# ---- key_debounce ----
key_debounce/layer_met1.png
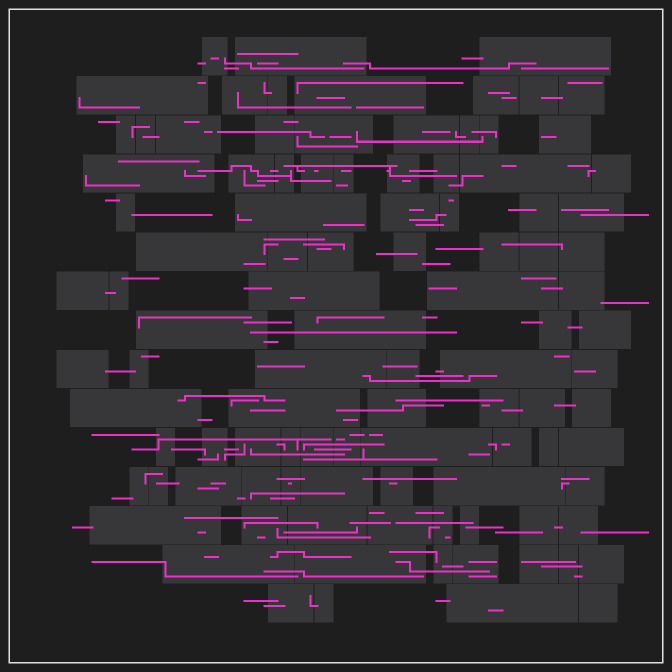
key_debounce/layer_met2.png
Scale bar: 10 um.
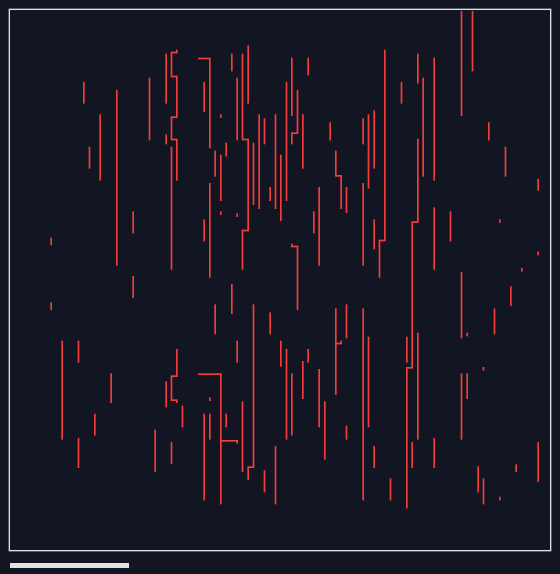
--- config.mk ---
export PLATFORM = sky130hd
export DESIGN_NAME = key_debounce
export DESIGN_NICKNAME = d
export VERILOG_FILES = /design/src/rtl/key_debounce.sv
export SDC_FILE = /design/constraint.sdc
export NUM_CORES = 1
export LEC_CHECK = 0
export CAP_MARGIN = 20
export CORE_UTILIZATION = 50
export DETAILED_ROUTE_END_ITERATION = 10
export GPL_ROUTABILITY_DRIVEN = 0
export GPL_TIMING_DRIVEN = 0
export PLACE_DENSITY = 0.75
export SYNTH_ARGS = -nofsm -noshare
export SYNTH_HDL_FRONTEND = slang
export SYNTH_SLANG_ARGS = --single-unit
--- constraint.sdc ---
create_clock -name in_clk -period 1.5 [get_ports in_clk]
set_input_delay 0.225 -clock in_clk [delete_from_list [all_inputs] [get_ports in_clk]]
set_output_delay 0.225 -clock in_clk [all_outputs]
set_load 0.01 [all_outputs]
--- src/rtl/key_debounce.sv ---
// Purpose: N-channel push-button front end (sync, debounce, press/release strobes, toggle, auto-repeat).
// Latency: a clean pin change sampled at edge k is accepted at edge k+DEBOUNCE_CYC+1; strobes are registered.
// Backpressure: none; the block is free-running and every output is a level or a 1-cycle strobe.
module key_debounce #(
  parameter int N_KEYS         = 2,
  parameter int DEBOUNCE_CYC   = 16,
  parameter bit KEY_ACTIVE_LOW = 1'b1,
  parameter bit REPEAT_EN      = 1'b0,
  parameter int HOLD_CYC       = 1000,
  parameter int REPEAT_CYC     = 200
) (
  input  logic              in_clk,
  input  logic              in_rst,
  input  logic [N_KEYS-1:0] in_key,
  output logic [N_KEYS-1:0] o_key_level,
  output logic [N_KEYS-1:0] o_key_press,
  output logic [N_KEYS-1:0] o_key_release,
  output logic [N_KEYS-1:0] o_key_toggle,
  output logic [N_KEYS-1:0] o_key_repeat,
  output logic              o_any_press
);

  // Debounce counter only ever needs to reach DEBOUNCE_CYC-1.
  localparam int                CNT_W    = $clog2(DEBOUNCE_CYC + 1);
  localparam logic [CNT_W-1:0]  CNT_LAST = CNT_W'(DEBOUNCE_CYC - 1);

  // XOR mask that turns every pin into "1 = pressed".
  localparam logic [N_KEYS-1:0] POL_MASK = {N_KEYS{KEY_ACTIVE_LOW}};

  // Per-channel auto-repeat sequencer states.
  typedef enum logic [1:0] {
    RPT_IDLE   = 2'd0,
    RPT_HOLD   = 2'd1,
    RPT_REPEAT = 2'd2
  } rpt_state_t;

  // Two-stage synchroniser on the normalised pins. Reset loads the
  // released level (0 after normalisation) so a key held through reset
  // still has to refill the synchroniser before it can be accepted.
  logic [N_KEYS-1:0] sync_1;
  logic [N_KEYS-1:0] sync_2;

  // Metastability guard: pins are asynchronous to in_clk.
  always_ff @(posedge in_clk or negedge in_rst) begin
    if (!in_rst) begin
      sync_1 <= '0;
      sync_2 <= '0;
    end else begin
      sync_1 <= in_key ^ POL_MASK;
      sync_2 <= sync_1;
    end
  end

  genvar g;
  for (g = 0; g < N_KEYS; g++) begin : g_ch

    logic             s;
    logic [CNT_W-1:0] cnt;
    logic             level;
    logic             press;
    logic             rel;
    logic             toggle;
    logic             rpt;
    logic             accept;
    logic             accept_press;
    logic             accept_rel;

    assign s = sync_2[g];

    // A change is accepted on the edge where the synchronised value has
    // disagreed with the debounced level for DEBOUNCE_CYC samples in a row.
    assign accept       = (s != level) && (cnt == CNT_LAST);
    assign accept_press = accept &  s;
    assign accept_rel   = accept & ~s;

    // Debounce counter, accepted level, edge strobes and press toggle.
    always_ff @(posedge in_clk or negedge in_rst) begin
      if (!in_rst) begin
        cnt    <= '0;
        level  <= 1'b0;
        press  <= 1'b0;
        rel    <= 1'b0;
        toggle <= 1'b0;
      end else begin
        // Strobes rise on the same edge as the level they announce.
        press <= accept_press;
        rel   <= accept_rel;
        if (s == level) begin
          // Any agreeing sample is treated as bounce and restarts the count.
          cnt <= '0;
        end else if (cnt == CNT_LAST) begin
          level <= s;
          cnt   <= '0;
          if (s) begin
            toggle <= ~toggle;
          end
        end else begin
          cnt <= cnt + CNT_W'(1);
        end
      end
    end

    if (REPEAT_EN) begin : g_rpt

      // Repeat counter is shared between the hold and repeat phases.
      localparam int               RC_MAX    = (HOLD_CYC > REPEAT_CYC) ? HOLD_CYC : REPEAT_CYC;
      localparam int               RC_W      = $clog2(RC_MAX + 1);
      localparam logic [RC_W-1:0]  HOLD_LAST = RC_W'(HOLD_CYC - 1);
      localparam logic [RC_W-1:0]  REP_LAST  = RC_W'(REPEAT_CYC - 1);

      rpt_state_t      state;
      rpt_state_t      state_nxt;
      logic [RC_W-1:0] rc;
      logic [RC_W-1:0] rc_nxt;
      logic            rpt_nxt;

      // Repeat sequencer state, counter and registered strobe.
      always_ff @(posedge in_clk or negedge in_rst) begin
        if (!in_rst) begin
          state <= RPT_IDLE;
          rc    <= '0;
          rpt   <= 1'b0;
        end else begin
          state <= state_nxt;
          rc    <= rc_nxt;
          rpt   <= rpt_nxt;
        end
      end

      // Next state: hold timer after a press, then periodic strobes until release.
      always_comb begin
        state_nxt = state;
        rc_nxt    = rc;
        rpt_nxt   = 1'b0;
        if (accept_rel) begin
          // Release wins over any strobe that would have fired this cycle.
          state_nxt = RPT_IDLE;
          rc_nxt    = '0;
        end else begin
          case (state)
            RPT_IDLE: begin
              if (accept_press) begin
                state_nxt = RPT_HOLD;
                rc_nxt    = '0;
              end
            end
            RPT_HOLD: begin
              if (rc == HOLD_LAST) begin
                rpt_nxt   = 1'b1;
                rc_nxt    = '0;
                state_nxt = RPT_REPEAT;
              end else begin
                rc_nxt = rc + RC_W'(1);
              end
            end
            RPT_REPEAT: begin
              if (rc == REP_LAST) begin
                rpt_nxt = 1'b1;
                rc_nxt  = '0;
              end else begin
                rc_nxt = rc + RC_W'(1);
              end
            end
            default: begin
              state_nxt = RPT_IDLE;
              rc_nxt    = '0;
            end
          endcase
        end
      end

    end else begin : g_no_rpt

      assign rpt = 1'b0;

    end

    assign o_key_level[g]   = level;
    assign o_key_press[g]   = press;
    assign o_key_release[g] = rel;
    assign o_key_toggle[g]  = toggle;
    assign o_key_repeat[g]  = rpt;

  end

  // Any-press is a plain OR of the registered strobes, so it lines up with them.
  assign o_any_press = |o_key_press;

endmodule

==> flow_metrics.py <==
# Synthesis and PnR figures
metrics = {
    "synth": {
        "edf_count": 0,
        "ff_type": "dfrtp_1",
        "topCellsByArea": "dfrtp_1 (59%), buf_4 (8.0%), ha_1 (5.3%), inv_1 (4.0%), nor2_1 (4.0%)",
        "top_area_cell": "dfrtp_1",
        "fa_ha_area_share_pct": 5.32,
        "netlist_instances": 80,
        "ys_types": 17,
        "synthTopCellsByCount": "dfrtp_1 (22), buf_4 (10), inv_1 (10), nor2_1 (10)",
        "yosys_area_um2": 941,
    },
    "timing": {
        "fin_skew_ns": 0.00545,
        "fmax_ghz": 0.703,
        "slew_headroom_pct": 37.1,
        "fin_ws_ns": 0.0783,
        "finalMaxSlewViolations": 0,
        "hold_viol_final": 0,
    },
    "power_and_ir_drop": {
        "combinationalPower_mw": 0.0602,
        "p_leak_nw": 0.698,
        "ir_worst_vdd_v": 0.000696,
        "internal-power_mw": 0.787,
        "pg_clk_mw": 0.319,
        "power-per-cell-area_nw_per_um2": 872,
        "top_power_group": "registers",
        "p_seq_mw": 0.626,
        "combPwrFrac_pct": 6.0,
    },
    "routing": {
        "drt-vias-per-instance": 4.52,
        "firstDrtPassIters": 2,
        "wl_met1_um": 521,
        "antenna_left": 0,
        "wl_met2_um": 515,
        "drt_iter0_markers": 3,
        "wl_met3_um": 51,
    },
    "worst_setup_path": {
        "crit_chain": "or2_2, clkdlybuf4s15_1",
        "worst_setup_path_end_kind": "primary output",
        "worst-path-buf-inv": 1,
        "reg2reg_depth": 5,
        "cp_max_fo": 2,
        "critPathCapture": "o_any_press",
        "crit_path_start_kind": "flop",
        "worst-path-stages": 2,
        "r2r-end": "g_ch[1].level$_DFFE_PN0P_",
        "crit_slowest_cell": "dfrtp_1",
        "critPathArrivalTime_ns": 1.20,
    },
    "placed_design": {
        "place_ws_ns": 0.0749,
    },
    "layout": {
        "antenna_cells": 0,
        "regMostFlops": "g_ch.cnt",
        "layout_top_cells": "dfrtp_1 (22), buf_4 (13), inv_1 (10), nor2_1 (10), dlygate4sd2_1 (6)",
        "largest_reg_flops": 10,
        "drive_gt1_share_pct": 22.0,
        "fin_area_um2": 1150,
        "fin_util_pct": 66.0,
        "syn2layout_area_growth_pct": 22.5,
    },
    "clocking": {
        "cts_made_buffers": 3,
        "insertion_delay_ns": 0.30,
    },
    "global_route": {
        "grt-busiest-layer": "met2",
        "grt_pass1_wl_mm": 1.90,
        "antenna_found_initial": 0,
        "first_global_vias": 483,
    },
    "worst_hold_path": {
        "hold_depth": 0,
        "hp-class": "reg -> reg",
    },
    "die": {
        "rows": 15,
        "fp_util_pct": 53.9,
        "core_area_um2": 1750,
        "die_y_um": 45.4,
    },
    "job": {
        "maxCapViolations": 0,
    },
    "status": {
        "status": "completed",
    },
}
About key_debounce/layer_met1.png:
- wire length on this layer: 521 um
- share of all routed wire: 46%
final wirelength: 1.12 mm
routing usage on met1: 17.4%

About key_debounce/layer_met2.png:
- nets with wire on the layer: 83
- longest straight run: 16.0 um
- share of all routed wire: 46%
GR Layer Usage met2: 19.4%
vias: 565

layout make-up:
cell class,instances,area (um2),share of cell area [%]
multi-input combinational,39,282,24.4
tap,25,31.3,2.71
clock buffer,4,36.3,3.15
sequential,22,551,47.8
inverter,10,37.5,3.26
buffer,10,75.1,6.51
timing repair buffer,15,140,12.2
timing repair:
action / in CTS / in global routing
hold buffers: 0 / 0
setup endpoints to repair: 7 / 3
gates resized: 7 / 3
pin swaps: 0 / 0
setup buffers: 3 / 0

# ---- cpu_databus_master ----
cpu_databus_master/layer_met1.png
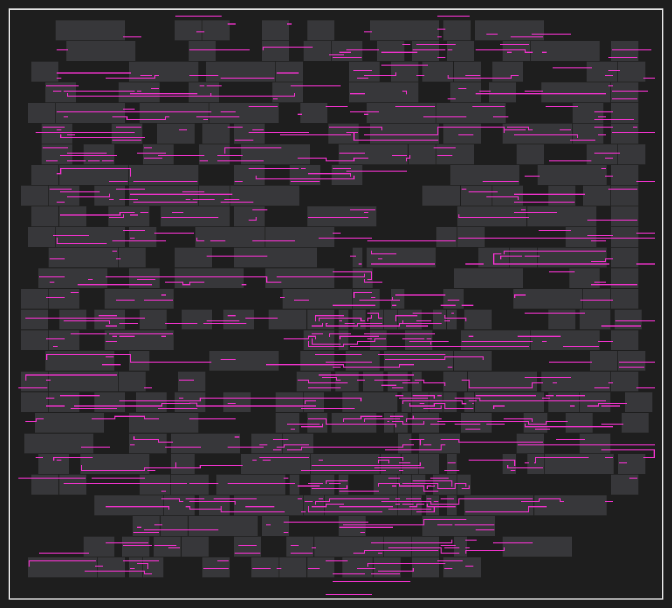
cpu_databus_master/layer_met2.png
Scale bar: 20 um.
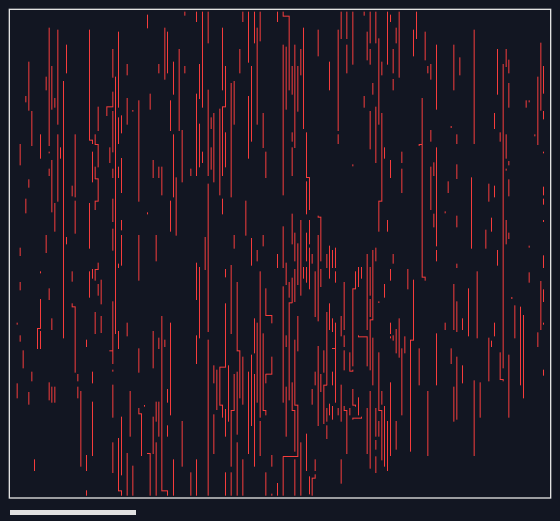
`config.mk`:
```
export PLATFORM = sky130hd
export DESIGN_NAME = cpu_databus_master
export DESIGN_NICKNAME = d
export VERILOG_FILES = /design/src/rtl/cpu_databus_pkg.sv /design/src/rtl/cpu_databus_sync.sv /design/src/rtl/cpu_databus_master.sv
export SDC_FILE = /design/constraint.sdc
export NUM_CORES = 1
export LEC_CHECK = 0
export CORE_ASPECT_RATIO = 0.9
export CORE_UTILIZATION = 46
export CTS_CLUSTER_SIZE = 40
export DETAILED_ROUTE_END_ITERATION = 16
export PLACE_DENSITY = 0.81
export RECOVER_POWER = 100
export SYNTH_ARGS = -nofsm -noshare
export SYNTH_HDL_FRONTEND = slang
export SYNTH_SLANG_ARGS = --single-unit
```
`constraint.sdc`:
```
create_clock -name clk -period 2.3 [get_ports clk]
set_clock_uncertainty 0.1 [all_clocks]
set_input_delay 0.345 -clock clk [delete_from_list [all_inputs] [get_ports clk]]
set_output_delay 0.345 -clock clk [all_outputs]
set_load 0.01 [all_outputs]
```
`src/rtl/cpu_databus_pkg.sv`:
```
// Shared state encoding and default timing for the cpu_databus parallel bus master.
package cpu_databus_pkg;

    typedef enum logic [2:0] {
        IDLE   = 3'd0,
        SETUP  = 3'd1,
        STROBE = 3'd2,
        HOLD   = 3'd3,
        TURN   = 3'd4
    } bus_state_t;

    localparam int DEF_SETUP_CYC  = 2;
    localparam int DEF_STROBE_CYC = 4;
    localparam int DEF_HOLD_CYC   = 2;

    // Strobe cycles allowed while waiting for bus_ack before giving up.
    localparam logic [7:0] ACK_TIMEOUT = 8'd255;

    // The phase counter counts down to zero, so an N-cycle phase loads N-1.
    function automatic logic [3:0] phase_load(input int cycles);
        return 4'(cycles - 1);
    endfunction

endpackage

```
`src/rtl/cpu_databus_sync.sv`:
```
// Two-flop synchronizer for the asynchronous bus_ack input from the slave.
module cpu_databus_sync (
    input  logic clk,
    input  logic rst_n,
    input  logic async_in,
    output logic sync_out
);

    logic meta;

    always_ff @(posedge clk or negedge rst_n) begin
        if (!rst_n) begin
            meta     <= 1'b0;
            sync_out <= 1'b0;
        end else begin
            meta     <= async_in;
            sync_out <= meta;
        end
    end

endmodule

```
`src/rtl/cpu_databus_master.sv`:
```
// Initiator for the 16-bit asynchronous DSP-style parallel IO bus: one read/write per request.
// Optional macro CPU_DATABUS_ACK_EN adds slave bus_ack strobe extension with timeout and rsp_err.
module cpu_databus_master
    import cpu_databus_pkg::*;
#(
    parameter int BIT_W      = 16,
    parameter int ADDR_W     = 8,
    parameter int SETUP_CYC  = DEF_SETUP_CYC,
    parameter int STROBE_CYC = DEF_STROBE_CYC,
    parameter int HOLD_CYC   = DEF_HOLD_CYC
) (
    input  logic              clk,
    input  logic              rst_n,
    input  logic              req_valid,
    output logic              req_ready,
    input  logic              req_wr,
    input  logic [ADDR_W-1:0] req_addr,
    input  logic [BIT_W-1:0]  req_wdata,
    output logic              rsp_valid,
    output logic              rsp_wr,
    output logic [BIT_W-1:0]  rsp_rdata,
`ifdef CPU_DATABUS_ACK_EN
    output logic              rsp_err,
    input  logic              bus_ack,
`endif
    output logic [ADDR_W-1:0] bus_addr,
    output logic              bus_ms_n,
    output logic              bus_rd_n,
    output logic              bus_wr_n,
    output logic [BIT_W-1:0]  bus_d_out,
    output logic              bus_d_oe,
    input  logic [BIT_W-1:0]  bus_d_in
);

    bus_state_t       state;
    logic [3:0]       phase_cnt;
    logic             lat_wr;
    logic [BIT_W-1:0] rd_buf;
    logic             strobe_done;

`ifdef CPU_DATABUS_ACK_EN
    logic       ack_sync;
    logic [7:0] tmo_cnt;
    logic       tmo_hit;
    logic       lat_err;

    cpu_databus_sync u_ack_sync (
        .clk      (clk),
        .rst_n    (rst_n),
        .async_in (bus_ack),
        .sync_out (ack_sync)
    );

    // Strobe runs its minimum length, then waits for ack unless the timeout fires first.
    assign tmo_hit     = (tmo_cnt == ACK_TIMEOUT - 8'd1);
    assign strobe_done = ((phase_cnt == 4'd0) && ack_sync) || tmo_hit;
`else
    assign strobe_done = (phase_cnt == 4'd0);
`endif

    assign req_ready = (state == IDLE);

    always_ff @(posedge clk or negedge rst_n) begin
        if (!rst_n) begin
            state     <= IDLE;
            phase_cnt <= 4'd0;
            lat_wr    <= 1'b0;
            rd_buf    <= '0;
            bus_addr  <= '0;
            bus_d_out <= '0;
            bus_ms_n  <= 1'b1;
            bus_rd_n  <= 1'b1;
            bus_wr_n  <= 1'b1;
            bus_d_oe  <= 1'b0;
            rsp_valid <= 1'b0;
            rsp_wr    <= 1'b0;
            rsp_rdata <= '0;
`ifdef CPU_DATABUS_ACK_EN
            tmo_cnt   <= 8'd0;
            lat_err   <= 1'b0;
            rsp_err   <= 1'b0;
`endif
        end else begin
            rsp_valid <= 1'b0;
            case (state)
                IDLE: begin
                    if (req_valid && req_ready) begin
                        lat_wr    <= req_wr;
                        bus_addr  <= req_addr;
                        bus_d_out <= req_wdata;
                        bus_ms_n  <= 1'b0;
                        bus_d_oe  <= req_wr;
                        phase_cnt <= phase_load(SETUP_CYC);
                        state     <= SETUP;
                    end
                end
                SETUP: begin
                    if (phase_cnt == 4'd0) begin
                        bus_rd_n  <= lat_wr;
                        bus_wr_n  <= ~lat_wr;
                        phase_cnt <= phase_load(STROBE_CYC);
`ifdef CPU_DATABUS_ACK_EN
                        tmo_cnt   <= 8'd0;
`endif
                        state     <= STROBE;
                    end else begin
                        phase_cnt <= phase_cnt - 4'd1;
                    end
                end
                STROBE: begin
                    // Read data is sampled on the closing edge while rd_n is still low.
                    if (strobe_done) begin
                        bus_rd_n  <= 1'b1;
                        bus_wr_n  <= 1'b1;
                        if (!lat_wr) begin
                            rd_buf <= bus_d_in;
                        end
`ifdef CPU_DATABUS_ACK_EN
                        lat_err   <= ~ack_sync;
`endif
                        phase_cnt <= phase_load(HOLD_CYC);
                        state     <= HOLD;
                    end else begin
                        if (phase_cnt != 4'd0) begin
                            phase_cnt <= phase_cnt - 4'd1;
                        end
`ifdef CPU_DATABUS_ACK_EN
                        tmo_cnt   <= tmo_cnt + 8'd1;
`endif
                    end
                end
                HOLD: begin
                    if (phase_cnt == 4'd0) begin
                        bus_ms_n  <= 1'b1;
                        bus_d_oe  <= 1'b0;
                        rsp_valid <= 1'b1;
                        rsp_wr    <= lat_wr;
                        if (!lat_wr) begin
                            rsp_rdata <= rd_buf;
                        end
`ifdef CPU_DATABUS_ACK_EN
                        rsp_err   <= lat_err;
`endif
                        state     <= TURN;
                    end else begin
                        phase_cnt <= phase_cnt - 4'd1;
                    end
                end
                TURN: begin
                    state <= IDLE;
                end
                default: begin
                    state <= IDLE;
                end
            endcase
        end
    end

endmodule
```
==> flow_metrics.py <==
# Synthesis and PnR figures
metrics = {
    "status": {
        "status": "completed",
    },
    "power_and_ir_drop": {
        "combinationalPower_mw": 2.06,
        "p_seq_share_pct": 42.2,
        "power_mw": 5.29,
        "combPwrFrac_pct": 38.9,
        "p_seq_mw": 2.23,
        "p_leak_nw": 1.72,
        "top_power_group": "registers",
    },
    "layout": {
        "syn2layout_area_growth_pct": 39.4,
        "drive_gt1_share_pct": 23.7,
        "final_cells": 382,
        "reg_top3": "bus_d_out (16), rd_buf (16), rsp_rdata (16)",
        "layout_top_cells": "dfrtp_1 (67), dlygate4sd3_1 (47), clkdlybuf4s50_1 (43)",
        "fin_area_um2": 4060,
        "fin_util_pct": 66.4,
        "antenna_cells": 0,
    },
    "placed_design": {
        "gp_congestion": 0.815,
        "place_ws_ns": 0.168,
        "dp_cells": 365,
    },
    "die": {
        "die_w_um": 85.9,
        "rows": 27,
        "fp_util_pct": 47.6,
        "die_y_um": 77.5,
        "die-area_um2": 6650,
        "core_area_um2": 6110,
    },
    "routing": {
        "post_drt_wl_per_cell_um": 14.1,
        "highest_layer": "met4",
        "antenna_left": 0,
        "wl_met1_mm": 2.40,
        "drc": 0,
    },
    "global_route": {
        "grt_pass1_wl_mm": 9.13,
        "first_global_vias": 1930,
    },
    "clocking": {
        "cts.sinks": 70,
        "cts.hold.buffers_added": 1,
        "htree_levels": 3,
        "post_cts_resized": 0,
    },
    "timing": {
        "tightest_slew_ns": 0.917,
        "fin_crit_ns": 2.15,
        "fin_ws_ns": 0.149,
        "fin_crit_sh_pct": 93.5,
        "hold_viol_final": 0,
        "fin_tns_setup_ns": 0,
        "slew_headroom_pct": 38.9,
        "finalMaxSlewViolations": 0,
    },
    "worst_setup_path": {
        "crit_path_start_kind": "flop",
        "worst_ep_required_time_ns": 1.86,
        "reg2reg_depth": 6,
        "cp_max_fo": 14,
        "critical_path_class": "reg -> out",
        "crit_slowest_cell": "clkdlybuf4s50_1",
        "crit_chain": "nor3_2, clkdlybuf4s50_1",
    },
    "synth": {
        "syn_area_um2": 2910,
        "netlist_instances": 189,
        "yosysWarnings": 0,
        "synth.area.mux_share_pct": 25.0,
        "aoi_share_pct": 4.34,
        "logic_family": "multiplexers",
        "xor_area_share_pct": 0.301,
        "simple_gate_share_pct": 6.31,
        "async_flop_share_pct": 100,
        "topCellsByArea": "dfrtp_1 (58%), mux2_2 (14%), mux2_4 (10%), dfstp_2 (2.7%), a311oi_1 (0.90%)",
        "synthTopCellsByCount": "dfrtp_1 (67), mux2_2 (36), mux2_4 (20)",
        "ys_types": 39,
    },
    "worst_hold_path": {
        "hp-class": "reg -> reg",
        "whs_endpoint": "rsp_rdata[11]$_DFFE_PN0P_",
        "min-delay-start": "rsp_rdata[11]$_DFFE_PN0P_",
    },
    "job": {
        "warnings": 27,
    },
}
## Picture notes: cpu_databus_master/layer_met1.png
- longest straight run: 29.9 um
- share of all routed wire: 45%
- wire length on this layer: 2,400 um
final wirelength: 5.38 mm
vias: 1,876
routing usage on met1: 23.2%

## Picture notes: cpu_databus_master/layer_met2.png
- nets with wire on the layer: 306
- longest straight run: 48.3 um
GR Layer Usage met2: 28.5%

-- final cells by class --
type,count,area [um2]
Fill cell,475,2050
Timing Repair Buffer,99,966
Tap cell,87,109
Multi-Input combinational cell,104,1000
Clock buffer,10,138
Clock inverter,6,70.1
Inverter,6,22.5
Sequential cell,70,1760
-- per-layer routing --
metal | vias up | GRT usage (%)
met3 | 13 | 5.11
met5 | - | 0
met2 | 66 | 28.5
met4 | 0 | 9.67
li1 | 888 | -
met1 | 909 | 23.2
-- critical path: cells and delay by family (launching register included) --
kind,cells,cell delay [ns]
buffers and inverters,1,0.57
AND/OR/NAND/NOR,1,0.26
flip-flops,1,0.53

# ---- spi_txrx_fifo_flat ----
spi_txrx_fifo_flat/clocks.png
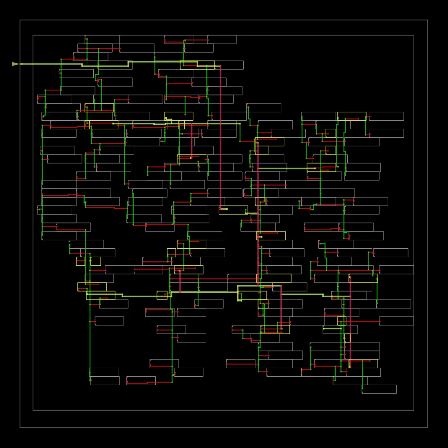
spi_txrx_fifo_flat/layer_met3.png
Scale bar: 50 um.
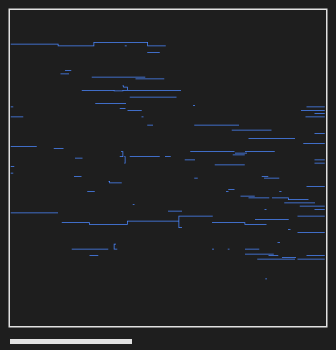
`src/rtl/spi_txrx_fifo_if.sv`:
```
`default_nettype none
// +----------------------------------------------------------------------------+
// | Module   : spi_txrx_fifo_if                                                |
// | Brief    : CPU-side and master-side signal bundle for spi_txrx_fifo.       |
// | Revision : 1.0                                                             |
// +----------------------------------------------------------------------------+
interface spi_txrx_fifo_if #(
    parameter int DEPTH = 8
) ();
    localparam int LW = $clog2(DEPTH) + 1;

    logic          tx_wr;
    logic [7:0]    tx_wdata;
    logic          tx_full;
    logic          tx_empty;
    logic [LW-1:0] tx_level;
    logic          rx_rd;
    logic [7:0]    rx_rdata;
    logic          rx_empty;
    logic          rx_full;
    logic [LW-1:0] rx_level;
    logic          tx_ovf;
    logic          rx_ovf;
    logic          clr_err;
    logic          flush;
    logic          m_busy;
    logic          m_tx_valid;
    logic [7:0]    m_tx_data;
    logic          m_rx_valid;
    logic [7:0]    m_rx_data;

    modport slave (
        input  tx_wr, tx_wdata, rx_rd, clr_err, flush, m_busy, m_rx_valid, m_rx_data,
        output tx_full, tx_empty, tx_level, rx_rdata, rx_empty, rx_full, rx_level,
               tx_ovf, rx_ovf, m_tx_valid, m_tx_data
    );

    modport master (
        output tx_wr, tx_wdata, rx_rd, clr_err, flush, m_busy, m_rx_valid, m_rx_data,
        input  tx_full, tx_empty, tx_level, rx_rdata, rx_empty, rx_full, rx_level,
               tx_ovf, rx_ovf, m_tx_valid, m_tx_data
    );
endinterface
`default_nettype wire

```
`src/rtl/spi_txrx_fifo.sv`:
```
`default_nettype none
// +----------------------------------------------------------------------------+
// | Module   : spi_txrx_fifo                                                   |
// | Brief    : TX/RX byte FIFOs with a one-transfer-at-a-time launch FSM.      |
// | Revision : 1.0                                                             |
// +----------------------------------------------------------------------------+
module spi_txrx_fifo #(
    parameter int DEPTH    = 8,
    parameter bit RX_BLOCK = 1'b1
) (
    input  logic           clk,
    input  logic           rst,
    spi_txrx_fifo_if.slave bus
);
    localparam int PW = $clog2(DEPTH);
    localparam int LW = PW + 1;
    localparam logic [LW-1:0] C_FULL    = LW'(DEPTH);
    localparam logic [LW-1:0] C_LVL_ONE = LW'(1);
    localparam logic [PW-1:0] C_PTR_ONE = PW'(1);

    typedef enum logic [1:0] {
        S_IDLE   = 2'd0,
        S_LAUNCH = 2'd1,
        S_ACTIVE = 2'd2
    } state_t;

    logic [7:0]    r_tx_mem [DEPTH];
    logic [7:0]    r_rx_mem [DEPTH];
    logic [PW-1:0] r_tx_wp, r_tx_rp, r_rx_wp, r_rx_rp;
    logic [LW-1:0] r_tx_lvl, r_rx_lvl;
    logic          r_tx_ovf, r_rx_ovf;
    logic [7:0]    r_m_tx_data;
    state_t        r_state, w_state_nxt;
    logic          w_launch;

    logic          w_tx_full, w_tx_empty, w_rx_full, w_rx_empty;
    logic          w_tx_push, w_rx_push, w_rx_pop, w_rx_drop;
    logic [PW-1:0] w_rx_waddr;

    assign w_tx_full  = (r_tx_lvl == C_FULL);
    assign w_tx_empty = (r_tx_lvl == '0);
    assign w_rx_full  = (r_rx_lvl == C_FULL);
    assign w_rx_empty = (r_rx_lvl == '0);

    assign w_tx_push  = bus.tx_wr && !w_tx_full && !bus.flush;
    assign w_rx_pop   = bus.rx_rd && !w_rx_empty && !bus.flush;
    // A received byte is never lost to a flush: it lands in slot 0 of the emptied FIFO.
    assign w_rx_push  = bus.m_rx_valid && (bus.flush || !w_rx_full || w_rx_pop);
    assign w_rx_drop  = bus.m_rx_valid && w_rx_full && !w_rx_pop && !bus.flush;
    assign w_rx_waddr = bus.flush ? '0 : r_rx_wp;

    always_comb begin
        w_state_nxt = r_state;
        w_launch    = 1'b0;
        case (r_state)
            S_IDLE: begin
                if (!w_tx_empty && !bus.m_busy && !(RX_BLOCK && w_rx_full)) begin
                    w_launch    = 1'b1;
                    w_state_nxt = S_LAUNCH;
                end
            end
            S_LAUNCH: w_state_nxt = S_ACTIVE;
            S_ACTIVE: begin
                if (bus.m_rx_valid) begin
                    w_state_nxt = S_IDLE;
                end
            end
            default: w_state_nxt = S_IDLE;
        endcase
    end

    always_ff @(posedge clk or posedge rst) begin
        if (rst) begin
            r_state     <= S_IDLE;
            r_m_tx_data <= '0;
        end else begin
            r_state <= w_state_nxt;
            if (w_launch) begin
                r_m_tx_data <= r_tx_mem[r_tx_rp];
            end
        end
    end

    always_ff @(posedge clk or posedge rst) begin
        if (rst) begin
            r_tx_wp  <= '0;
            r_tx_rp  <= '0;
            r_tx_lvl <= '0;
        end else if (bus.flush) begin
            r_tx_wp  <= '0;
            r_tx_rp  <= '0;
            r_tx_lvl <= '0;
        end else begin
            if (w_tx_push) r_tx_wp <= r_tx_wp + 1'b1;
            if (w_launch)  r_tx_rp <= r_tx_rp + 1'b1;
            case ({w_tx_push, w_launch})
                2'b10:   r_tx_lvl <= r_tx_lvl + 1'b1;
                2'b01:   r_tx_lvl <= r_tx_lvl - 1'b1;
                default: r_tx_lvl <= r_tx_lvl;
            endcase
        end
    end

    always_ff @(posedge clk or posedge rst) begin
        if (rst) begin
            r_rx_wp  <= '0;
            r_rx_rp  <= '0;
            r_rx_lvl <= '0;
        end else if (bus.flush) begin
            r_rx_rp  <= '0;
            r_rx_wp  <= w_rx_push ? C_PTR_ONE : '0;
            r_rx_lvl <= w_rx_push ? C_LVL_ONE : '0;
        end else begin
            if (w_rx_push) r_rx_wp <= r_rx_wp + 1'b1;
            if (w_rx_pop)  r_rx_rp <= r_rx_rp + 1'b1;
            case ({w_rx_push, w_rx_pop})
                2'b10:   r_rx_lvl <= r_rx_lvl + 1'b1;
                2'b01:   r_rx_lvl <= r_rx_lvl - 1'b1;
                default: r_rx_lvl <= r_rx_lvl;
            endcase
        end
    end

    always_ff @(posedge clk) begin
        if (w_tx_push) r_tx_mem[r_tx_wp]  <= bus.tx_wdata;
        if (w_rx_push) r_rx_mem[w_rx_waddr] <= bus.m_rx_data;
    end

    always_ff @(posedge clk or posedge rst) begin
        if (rst) begin
            r_tx_ovf <= 1'b0;
            r_rx_ovf <= 1'b0;
        end else if (bus.clr_err) begin
            r_tx_ovf <= 1'b0;
            r_rx_ovf <= 1'b0;
        end else begin
            if (bus.tx_wr && w_tx_full) r_tx_ovf <= 1'b1;
            if (w_rx_drop)              r_rx_ovf <= 1'b1;
        end
    end

    assign bus.tx_full    = w_tx_full;
    assign bus.tx_empty   = w_tx_empty;
    assign bus.tx_level   = r_tx_lvl;
    assign bus.rx_full    = w_rx_full;
    assign bus.rx_empty   = w_rx_empty;
    assign bus.rx_level   = r_rx_lvl;
    assign bus.rx_rdata   = w_rx_empty ? 8'h00 : r_rx_mem[r_rx_rp];
    assign bus.tx_ovf     = r_tx_ovf;
    assign bus.rx_ovf     = r_rx_ovf;
    assign bus.m_tx_valid = (r_state == S_LAUNCH);
    assign bus.m_tx_data  = r_m_tx_data;
endmodule
`default_nettype wire

```
`src/flat_wrapper.sv`:
```
// flat-port wrapper written by rule: the top's interface ports become plain ports
module spi_txrx_fifo_flat 
#(
    parameter int DEPTH    = 8,
    parameter bit RX_BLOCK = 1'b1
)
  (clk, rst, bus_tx_wr, bus_tx_wdata, bus_rx_rd, bus_clr_err, bus_flush, bus_m_busy, bus_m_rx_valid, bus_m_rx_data, bus_tx_full, bus_tx_empty, bus_tx_level, bus_rx_rdata, bus_rx_empty, bus_rx_full, bus_rx_level, bus_tx_ovf, bus_rx_ovf, bus_m_tx_valid, bus_m_tx_data);
  spi_txrx_fifo_if #(.DEPTH(DEPTH)) bus_i ();
  input  logic clk;
  input  logic rst;
  input wire logic [$bits(bus_i.tx_wr)-1:0] bus_tx_wr;
  input wire logic [$bits(bus_i.tx_wdata)-1:0] bus_tx_wdata;
  input wire logic [$bits(bus_i.rx_rd)-1:0] bus_rx_rd;
  input wire logic [$bits(bus_i.clr_err)-1:0] bus_clr_err;
  input wire logic [$bits(bus_i.flush)-1:0] bus_flush;
  input wire logic [$bits(bus_i.m_busy)-1:0] bus_m_busy;
  input wire logic [$bits(bus_i.m_rx_valid)-1:0] bus_m_rx_valid;
  input wire logic [$bits(bus_i.m_rx_data)-1:0] bus_m_rx_data;
  output wire logic [$bits(bus_i.tx_full)-1:0] bus_tx_full;
  output wire logic [$bits(bus_i.tx_empty)-1:0] bus_tx_empty;
  output wire logic [$bits(bus_i.tx_level)-1:0] bus_tx_level;
  output wire logic [$bits(bus_i.rx_rdata)-1:0] bus_rx_rdata;
  output wire logic [$bits(bus_i.rx_empty)-1:0] bus_rx_empty;
  output wire logic [$bits(bus_i.rx_full)-1:0] bus_rx_full;
  output wire logic [$bits(bus_i.rx_level)-1:0] bus_rx_level;
  output wire logic [$bits(bus_i.tx_ovf)-1:0] bus_tx_ovf;
  output wire logic [$bits(bus_i.rx_ovf)-1:0] bus_rx_ovf;
  output wire logic [$bits(bus_i.m_tx_valid)-1:0] bus_m_tx_valid;
  output wire logic [$bits(bus_i.m_tx_data)-1:0] bus_m_tx_data;
  assign bus_i.tx_wr = bus_tx_wr;
  assign bus_i.tx_wdata = bus_tx_wdata;
  assign bus_i.rx_rd = bus_rx_rd;
  assign bus_i.clr_err = bus_clr_err;
  assign bus_i.flush = bus_flush;
  assign bus_i.m_busy = bus_m_busy;
  assign bus_i.m_rx_valid = bus_m_rx_valid;
  assign bus_i.m_rx_data = bus_m_rx_data;
  assign bus_tx_full = bus_i.tx_full;
  assign bus_tx_empty = bus_i.tx_empty;
  assign bus_tx_level = bus_i.tx_level;
  assign bus_rx_rdata = bus_i.rx_rdata;
  assign bus_rx_empty = bus_i.rx_empty;
  assign bus_rx_full = bus_i.rx_full;
  assign bus_rx_level = bus_i.rx_level;
  assign bus_tx_ovf = bus_i.tx_ovf;
  assign bus_rx_ovf = bus_i.rx_ovf;
  assign bus_m_tx_valid = bus_i.m_tx_valid;
  assign bus_m_tx_data = bus_i.m_tx_data;
  spi_txrx_fifo #(.DEPTH(DEPTH), .RX_BLOCK(RX_BLOCK)) u_core (.clk(clk), .rst(rst), .bus(bus_i));
endmodule
```
`config.mk`:
```
export PLATFORM = sky130hd
export DESIGN_NAME = spi_txrx_fifo_flat
export DESIGN_NICKNAME = d
export VERILOG_FILES = /design/src/rtl/spi_txrx_fifo_if.sv /design/src/rtl/spi_txrx_fifo.sv /design/src/flat_wrapper.sv
export SDC_FILE = /design/constraint.sdc
export NUM_CORES = 1
export LEC_CHECK = 0
export ABC_AREA = 1
export CORE_MARGIN = 4
export CORE_UTILIZATION = 45
export DETAILED_ROUTE_END_ITERATION = 8
export GPL_TIMING_DRIVEN = 0
export PLACE_DENSITY_LB_ADDON = 0.3
export SETUP_SLACK_MARGIN = 0.15
export SKIP_LAST_GASP = 1
export SYNTH_ARGS = -nofsm -noshare
export SYNTH_HDL_FRONTEND = slang
export SYNTH_SLANG_ARGS = --single-unit
export TNS_END_PERCENT = 5
```
`constraint.sdc`:
```
create_clock -name clk -period 3.8 [get_ports clk]
set_input_delay 0.76 -clock clk [delete_from_list [all_inputs] [get_ports clk]]
set_output_delay 0.76 -clock clk [all_outputs]
set_load 0.03 [all_outputs]
```
==> flow_metrics.py <==
# Synthesis and PnR figures
metrics = {
    "status": {
        "status": "completed",
    },
    "global_route": {
        "grt_use_total_pct": 18.4,
        "gr-usage-met2_pct": 32.5,
        "grt-busiest-layer": "met2",
    },
    "placed_design": {
        "io_buffer_count": 53,
    },
    "worst_setup_path": {
        "crit_slowest_cell": "clkdlybuf4s50_1",
        "critical_path_class": "reg -> out",
        "reg2reg_slack_ns": 1.47,
        "critPathArrivalTime_ns": 2.78,
        "crit_start": "u_core.r_rx_rp[1]$_DFFE_PP0P_",
        "crit_top_cell": "o21ai_0",
    },
    "synth": {
        "ys_types": 35,
        "yosys_area_um2": 6700,
        "fa_ha_area_share_pct": 1.79,
        "synthTopCellsByCount": "edfxtp_1 (128), nor2_1 (100), o21ai_0 (89)",
        "edf_count": 128,
        "top_area_cell": "edfxtp_1",
        "yosysMostFrequentCell": "edfxtp_1",
    },
    "timing": {
        "fin_crit_sh_pct": 93.1,
        "holdWs_ns": 0.491,
        "fmax_ghz": 0.283,
        "fin_skew_ns": 0.00901,
        "hold_viol_final": 0,
    },
    "routing": {
        "firstDrtPassIters": 5,
        "post_drt_wl_per_cell_um": 17.6,
    },
    "clocking": {
        "cts.clk_slew.worst_paths_ns": 0.06,
        "htree_levels": 4,
        "cts.hold.buffers_added": 0,
        "post_cts_buffers": 0,
        "cts_made_buffers": 17,
        "cts_root_buffer": "clkbuf_16",
    },
    "layout": {
        "final_nets": 679,
        "syn2layout_area_growth_pct": 20.6,
        "lay_top_count": "edfxtp_1",
        "logic_area_um2": 1820,
        "fin_area_um2": 8070,
    },
    "die": {
        "io_pins": 55,
        "fp_util_pct": 46.1,
        "die_y_um": 130,
    },
    "job": {
        "maxCapViolations": 0,
        "warnings": 27,
    },
    "worst_hold_path": {
        "hp-class": "reg -> reg",
    },
}
Notes on spi_txrx_fifo_flat/clocks.png above:
worst skew pair latency: 0.42 ns
Sink Count: 160
flip-flops: 160

Notes on spi_txrx_fifo_flat/layer_met3.png above:
- main direction: horizontal
- share of all routed wire: 4.9%
- longest straight run: 23.7 um
met3 Use GR: 4.75%
vias: 4,589
final wirelength: 14.9 mm

area by class of cell:
| type | count | share of cell area, % |
|---|---|---|
| sequential | 160 | 57.5 |
| multi-input combinational | 354 | 22.5 |
| timing repair buffer | 54 | 6.94 |
| clock buffer | 17 | 5.27 |
| tap | 184 | 2.85 |
| clock inverter | 15 | 1.98 |
| inverter | 34 | 1.61 |
| buffer | 25 | 1.30 |

# ---- pes_checksum_stream ----
pes_checksum_stream/layer_met1.png
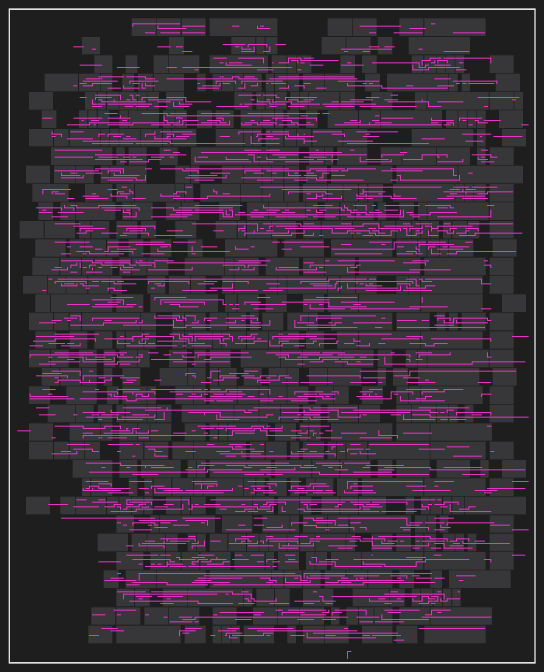
pes_checksum_stream/layer_met2.png
Scale bar: 20 um.
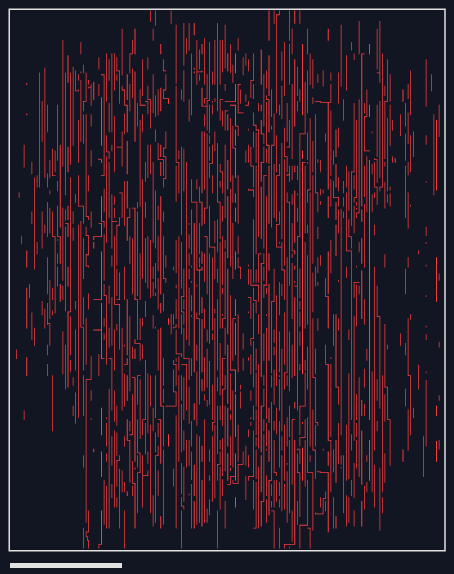
pes_checksum_stream/layer_met3.png
Scale bar: 20 um.
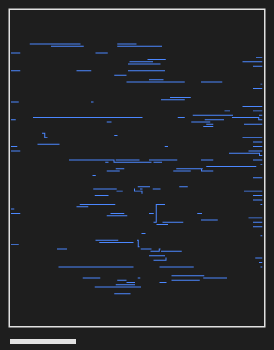
## src/rtl/pes_csum_pkg.sv

```systemverilog
// Shared types and fold helper for the streaming RFC 1071 checksum engine.
// Build option PES_CSUM_VERIFY_EN (see pes_checksum_stream) does not affect this package.
package pes_csum_pkg;

  localparam int CSUM_W = 16;

  typedef enum logic {
    ACCUM = 1'b0,
    HOLD  = 1'b1
  } csum_state_e;

  // Two end-around-carry passes cover any 32-bit input: the first leaves at most
  // 0x1FFFE, the second cannot carry again. An all-zero sum stays 0x0000.
  function automatic logic [CSUM_W-1:0] csum_fold(input logic [31:0] sum);
    logic [CSUM_W:0] s1;
    s1 = {1'b0, sum[31:16]} + {1'b0, sum[15:0]};
    return s1[CSUM_W-1:0] + {{(CSUM_W-1){1'b0}}, s1[CSUM_W]};
  endfunction

endpackage

```

## src/rtl/pes_csum_lane_adder.sv

```systemverilog
// Combinational lane adder: masks bytes by keep, sums all 16-bit lanes plus the
// running accumulator and returns the folded 16-bit ones-complement value.
module pes_csum_lane_adder
  import pes_csum_pkg::*;
#(
  parameter int DATA_W = 32
) (
  input  logic [DATA_W-1:0]   data_i,
  input  logic [DATA_W/8-1:0] keep_i,
  input  logic [CSUM_W-1:0]   acc_i,
  output logic [CSUM_W-1:0]   sum_o
);

  localparam int LANES = DATA_W / 16;
  localparam int BYTES = DATA_W / 8;

  logic [CSUM_W-1:0] lane_w [LANES];
  logic [31:0]       sum_full;

  // Lane 0 is the most-significant 16 bits, so it owns the two top byte enables.
  for (genvar gi = 0; gi < LANES; gi++) begin : g_lane
    localparam int HB = BYTES - 1 - 2 * gi;
    localparam int LB = HB - 1;
    assign lane_w[gi] = {data_i[8*HB +: 8] & {8{keep_i[HB]}},
                         data_i[8*LB +: 8] & {8{keep_i[LB]}}};
  end

  // At most 17 lanes of 0xFFFF, so 32 bits of headroom never overflow.
  always_comb begin
    sum_full = {16'h0000, acc_i};
    for (int i = 0; i < LANES; i++) begin
      sum_full = sum_full + {16'h0000, lane_w[i]};
    end
    sum_o = csum_fold(sum_full);
  end

endmodule

```

## src/rtl/pes_checksum_stream.sv

```systemverilog
// Streaming RFC 1071 checksum engine: accumulates beats, emits ~sum once per packet.
// Define PES_CSUM_VERIFY_EN to add out_ok (folded sum == 0xFFFF).
module pes_checksum_stream
  import pes_csum_pkg::*;
#(
  parameter int DATA_W = 32
) (
  input  logic                clk,
  input  logic                rst,
  input  logic                in_valid,
  output logic                in_ready,
  input  logic [DATA_W-1:0]   in_data,
  input  logic [DATA_W/8-1:0] in_keep,
  input  logic                in_last,
  output logic                out_valid,
  input  logic                out_ready,
  output logic [CSUM_W-1:0]   out_checksum
`ifdef PES_CSUM_VERIFY_EN
  ,
  output logic                out_ok
`endif
);

  csum_state_e       state_q;
  logic [CSUM_W-1:0] acc_q;
  logic [CSUM_W-1:0] acc_d;
  logic              in_ready_q;
  logic              out_valid_q;
  logic [CSUM_W-1:0] out_checksum_q;
`ifdef PES_CSUM_VERIFY_EN
  logic              out_ok_q;
`endif

  pes_csum_lane_adder #(
    .DATA_W (DATA_W)
  ) u_lane_adder (
    .data_i (in_data),
    .keep_i (in_keep),
    .acc_i  (acc_q),
    .sum_o  (acc_d)
  );

  // in_ready_q is high exactly in ACCUM, so it doubles as the accept qualifier.
  always_ff @(posedge clk or posedge rst) begin
    if (rst) begin
      state_q        <= ACCUM;
      acc_q          <= '0;
      in_ready_q     <= 1'b1;
      out_valid_q    <= 1'b0;
      out_checksum_q <= '0;
`ifdef PES_CSUM_VERIFY_EN
      out_ok_q       <= 1'b0;
`endif
    end else begin
      case (state_q)
        ACCUM: begin
          if (in_valid && in_ready_q) begin
            if (in_last) begin
              out_checksum_q <= ~acc_d;
`ifdef PES_CSUM_VERIFY_EN
              out_ok_q       <= (acc_d == 16'hFFFF);
`endif
              acc_q          <= '0;
              state_q        <= HOLD;
              in_ready_q     <= 1'b0;
              out_valid_q    <= 1'b1;
            end else begin
              acc_q <= acc_d;
            end
          end
        end
        HOLD: begin
          if (out_ready) begin
            state_q     <= ACCUM;
            in_ready_q  <= 1'b1;
            out_valid_q <= 1'b0;
          end
        end
        default: begin
          state_q    <= ACCUM;
          in_ready_q <= 1'b1;
        end
      endcase
    end
  end

  assign in_ready     = in_ready_q;
  assign out_valid    = out_valid_q;
  assign out_checksum = out_checksum_q;
`ifdef PES_CSUM_VERIFY_EN
  assign out_ok       = out_ok_q;
`endif

endmodule

```

## config.mk

```make
export PLATFORM = sky130hd
export DESIGN_NAME = pes_checksum_stream
export DESIGN_NICKNAME = d
export VERILOG_FILES = /design/src/rtl/pes_csum_pkg.sv /design/src/rtl/pes_csum_lane_adder.sv /design/src/rtl/pes_checksum_stream.sv
export SDC_FILE = /design/constraint.sdc
export NUM_CORES = 1
export LEC_CHECK = 0
export ABC_CLOCK_PERIOD_IN_PS = 9700
export CAP_MARGIN = 20
export CORE_ASPECT_RATIO = 1.25
export CORE_UTILIZATION = 56
export DETAILED_ROUTE_END_ITERATION = 10
export GPL_TIMING_DRIVEN = 0
export PLACE_DENSITY_LB_ADDON = 0.25
export SETUP_SLACK_MARGIN = 0.15
export SLEW_MARGIN = 15
export SYNTH_ARGS = -nofsm -noshare
export SYNTH_HDL_FRONTEND = slang
export SYNTH_SLANG_ARGS = --single-unit
```

## constraint.sdc

```tcl
create_clock -name clk -period 9.7 [get_ports clk]
set_input_delay 2.425 -clock clk [delete_from_list [all_inputs] [get_ports clk]]
set_output_delay 2.425 -clock clk [all_outputs]
set_load 0.02 [all_outputs]
```

==> flow_metrics.py <==
# Synthesis and PnR figures
metrics = {
    "layout": {
        "clock_area_share_pct": 1.64,
        "comb_area_share_pct": 61.8,
        "logic_area_um2": 3310,
        "lay_top_count": "clkdlybuf4s50_1",
        "final_cells": 672,
        "nNonClkBuffers": 98,
        "nFillCells": 452,
        "final_nets": 662,
    },
    "status": {
        "status": "completed",
    },
    "worst_setup_path": {
        "reg2reg_slack_ns": 2.49,
        "crit_start": "in_data[17]",
        "critPathCapture": "acc_q[14]$_DFFE_PP0P_",
        "crit_path_start_kind": "primary input",
        "r2r-end": "acc_q[14]$_DFFE_PP0P_",
        "crit_slowest_cell": "clkdlybuf4s50_1",
        "critical_path_class": "in -> reg",
        "worst-path-buf-inv": 4,
        "critPathMaxStageDelay_ns": 0.47,
    },
    "timing": {
        "fmax_ghz": 0.106,
        "holdWs_ns": 0.474,
        "fin_crit_sh_pct": 97.7,
        "fin_ws_ns": 0.224,
        "fin_crit_ns": 9.48,
        "setup_violations": 0,
    },
    "synth": {
        "logic_family": "simple AND/OR/NAND/NOR gates",
        "synthesis.nets": 566,
        "simple_gate_share_pct": 26.6,
        "netlist.area_leader.share_pct": 21.3,
        "topCellsByArea": "dfrtp_1 (21%), ha_1 (11%), xnor2_1 (5.7%), and2_1 (5.2%), nand2_1 (4.7%)",
        "ys_ff": 35,
        "yosysMostFrequentCell": "nand2_1",
        "ys_types": 79,
        "xor_area_share_pct": 8.21,
    },
    "clocking": {
        "post_cts_resized": 48,
        "cts.clk_slew.worst_paths_ns": 0.07,
        "insertion_delay_ns": 0.28,
        "post_cts_buffers": 16,
        "cts.hold.buffers_added": 0,
    },
    "power_and_ir_drop": {
        "power-per-cell-area_nw_per_um2": 305,
        "combinationalPower_mw": 1.27,
        "p_clk_share_pct": 6.5,
        "power_switching_mw": 0.826,
        "p_seq_share_pct": 15.4,
        "p_leak_nw": 2.39,
        "p_seq_mw": 0.251,
    },
    "worst_hold_path": {
        "min-delay-start": "out_valid$_DFFE_PP0P_",
        "hp-class": "reg -> reg",
    },
    "placed_design": {
        "post_dp_cell_area_um2": 4680,
        "io_buffer_count": 58,
    },
    "global_route": {
        "grt_max_degree": 36,
        "grt_use_total_pct": 29.1,
        "grt_pass1_wl_mm": 17.3,
        "grt-busiest-layer": "met2",
    },
    "routing": {
        "highest_layer": "met4",
        "drt-vias-per-instance": 6.24,
        "wl_met3_um": 607,
        "firstDrtPassIters": 5,
    },
    "job": {
        "warnings": 26,
    },
    "die": {
        "rows": 34,
    },
}
Notes on pes_checksum_stream/layer_met1.png above:
- longest straight run: 39.6 um
- main direction: horizontal
routing usage on met1: 34.6%
vias: 4,191
final wirelength: 11.8 mm

Notes on pes_checksum_stream/layer_met2.png above:
- nets with wire on the layer: 592
- longest straight run: 46.2 um
- main direction: vertical
GR Layer Usage met2: 56.6%

Notes on pes_checksum_stream/layer_met3.png above:
- longest straight run: 33.1 um
- share of all routed wire: 5.2%
- main direction: horizontal
met3 Use GR: 1.88%

-- through the flow --
stage / util (%) / setup TNS (ns)
6_report: 77.2 / 0
4_1_cts: 73.2 / 0
3_3_place_gp: 67.6 / -45.65
2_1_floorplan: - / 0
3_5_place_dp: 67.6 / -53.09
5_1_grt: 77.2 / -0.339
-- registers in the layout, summed over array words and instances (netlist names) --
signal / count
acc_q: 16
out_checksum: 16
in_ready: 1
out_valid: 1
state_q: 1

No activity file was given, so power comes from the tool's default toggle rates.
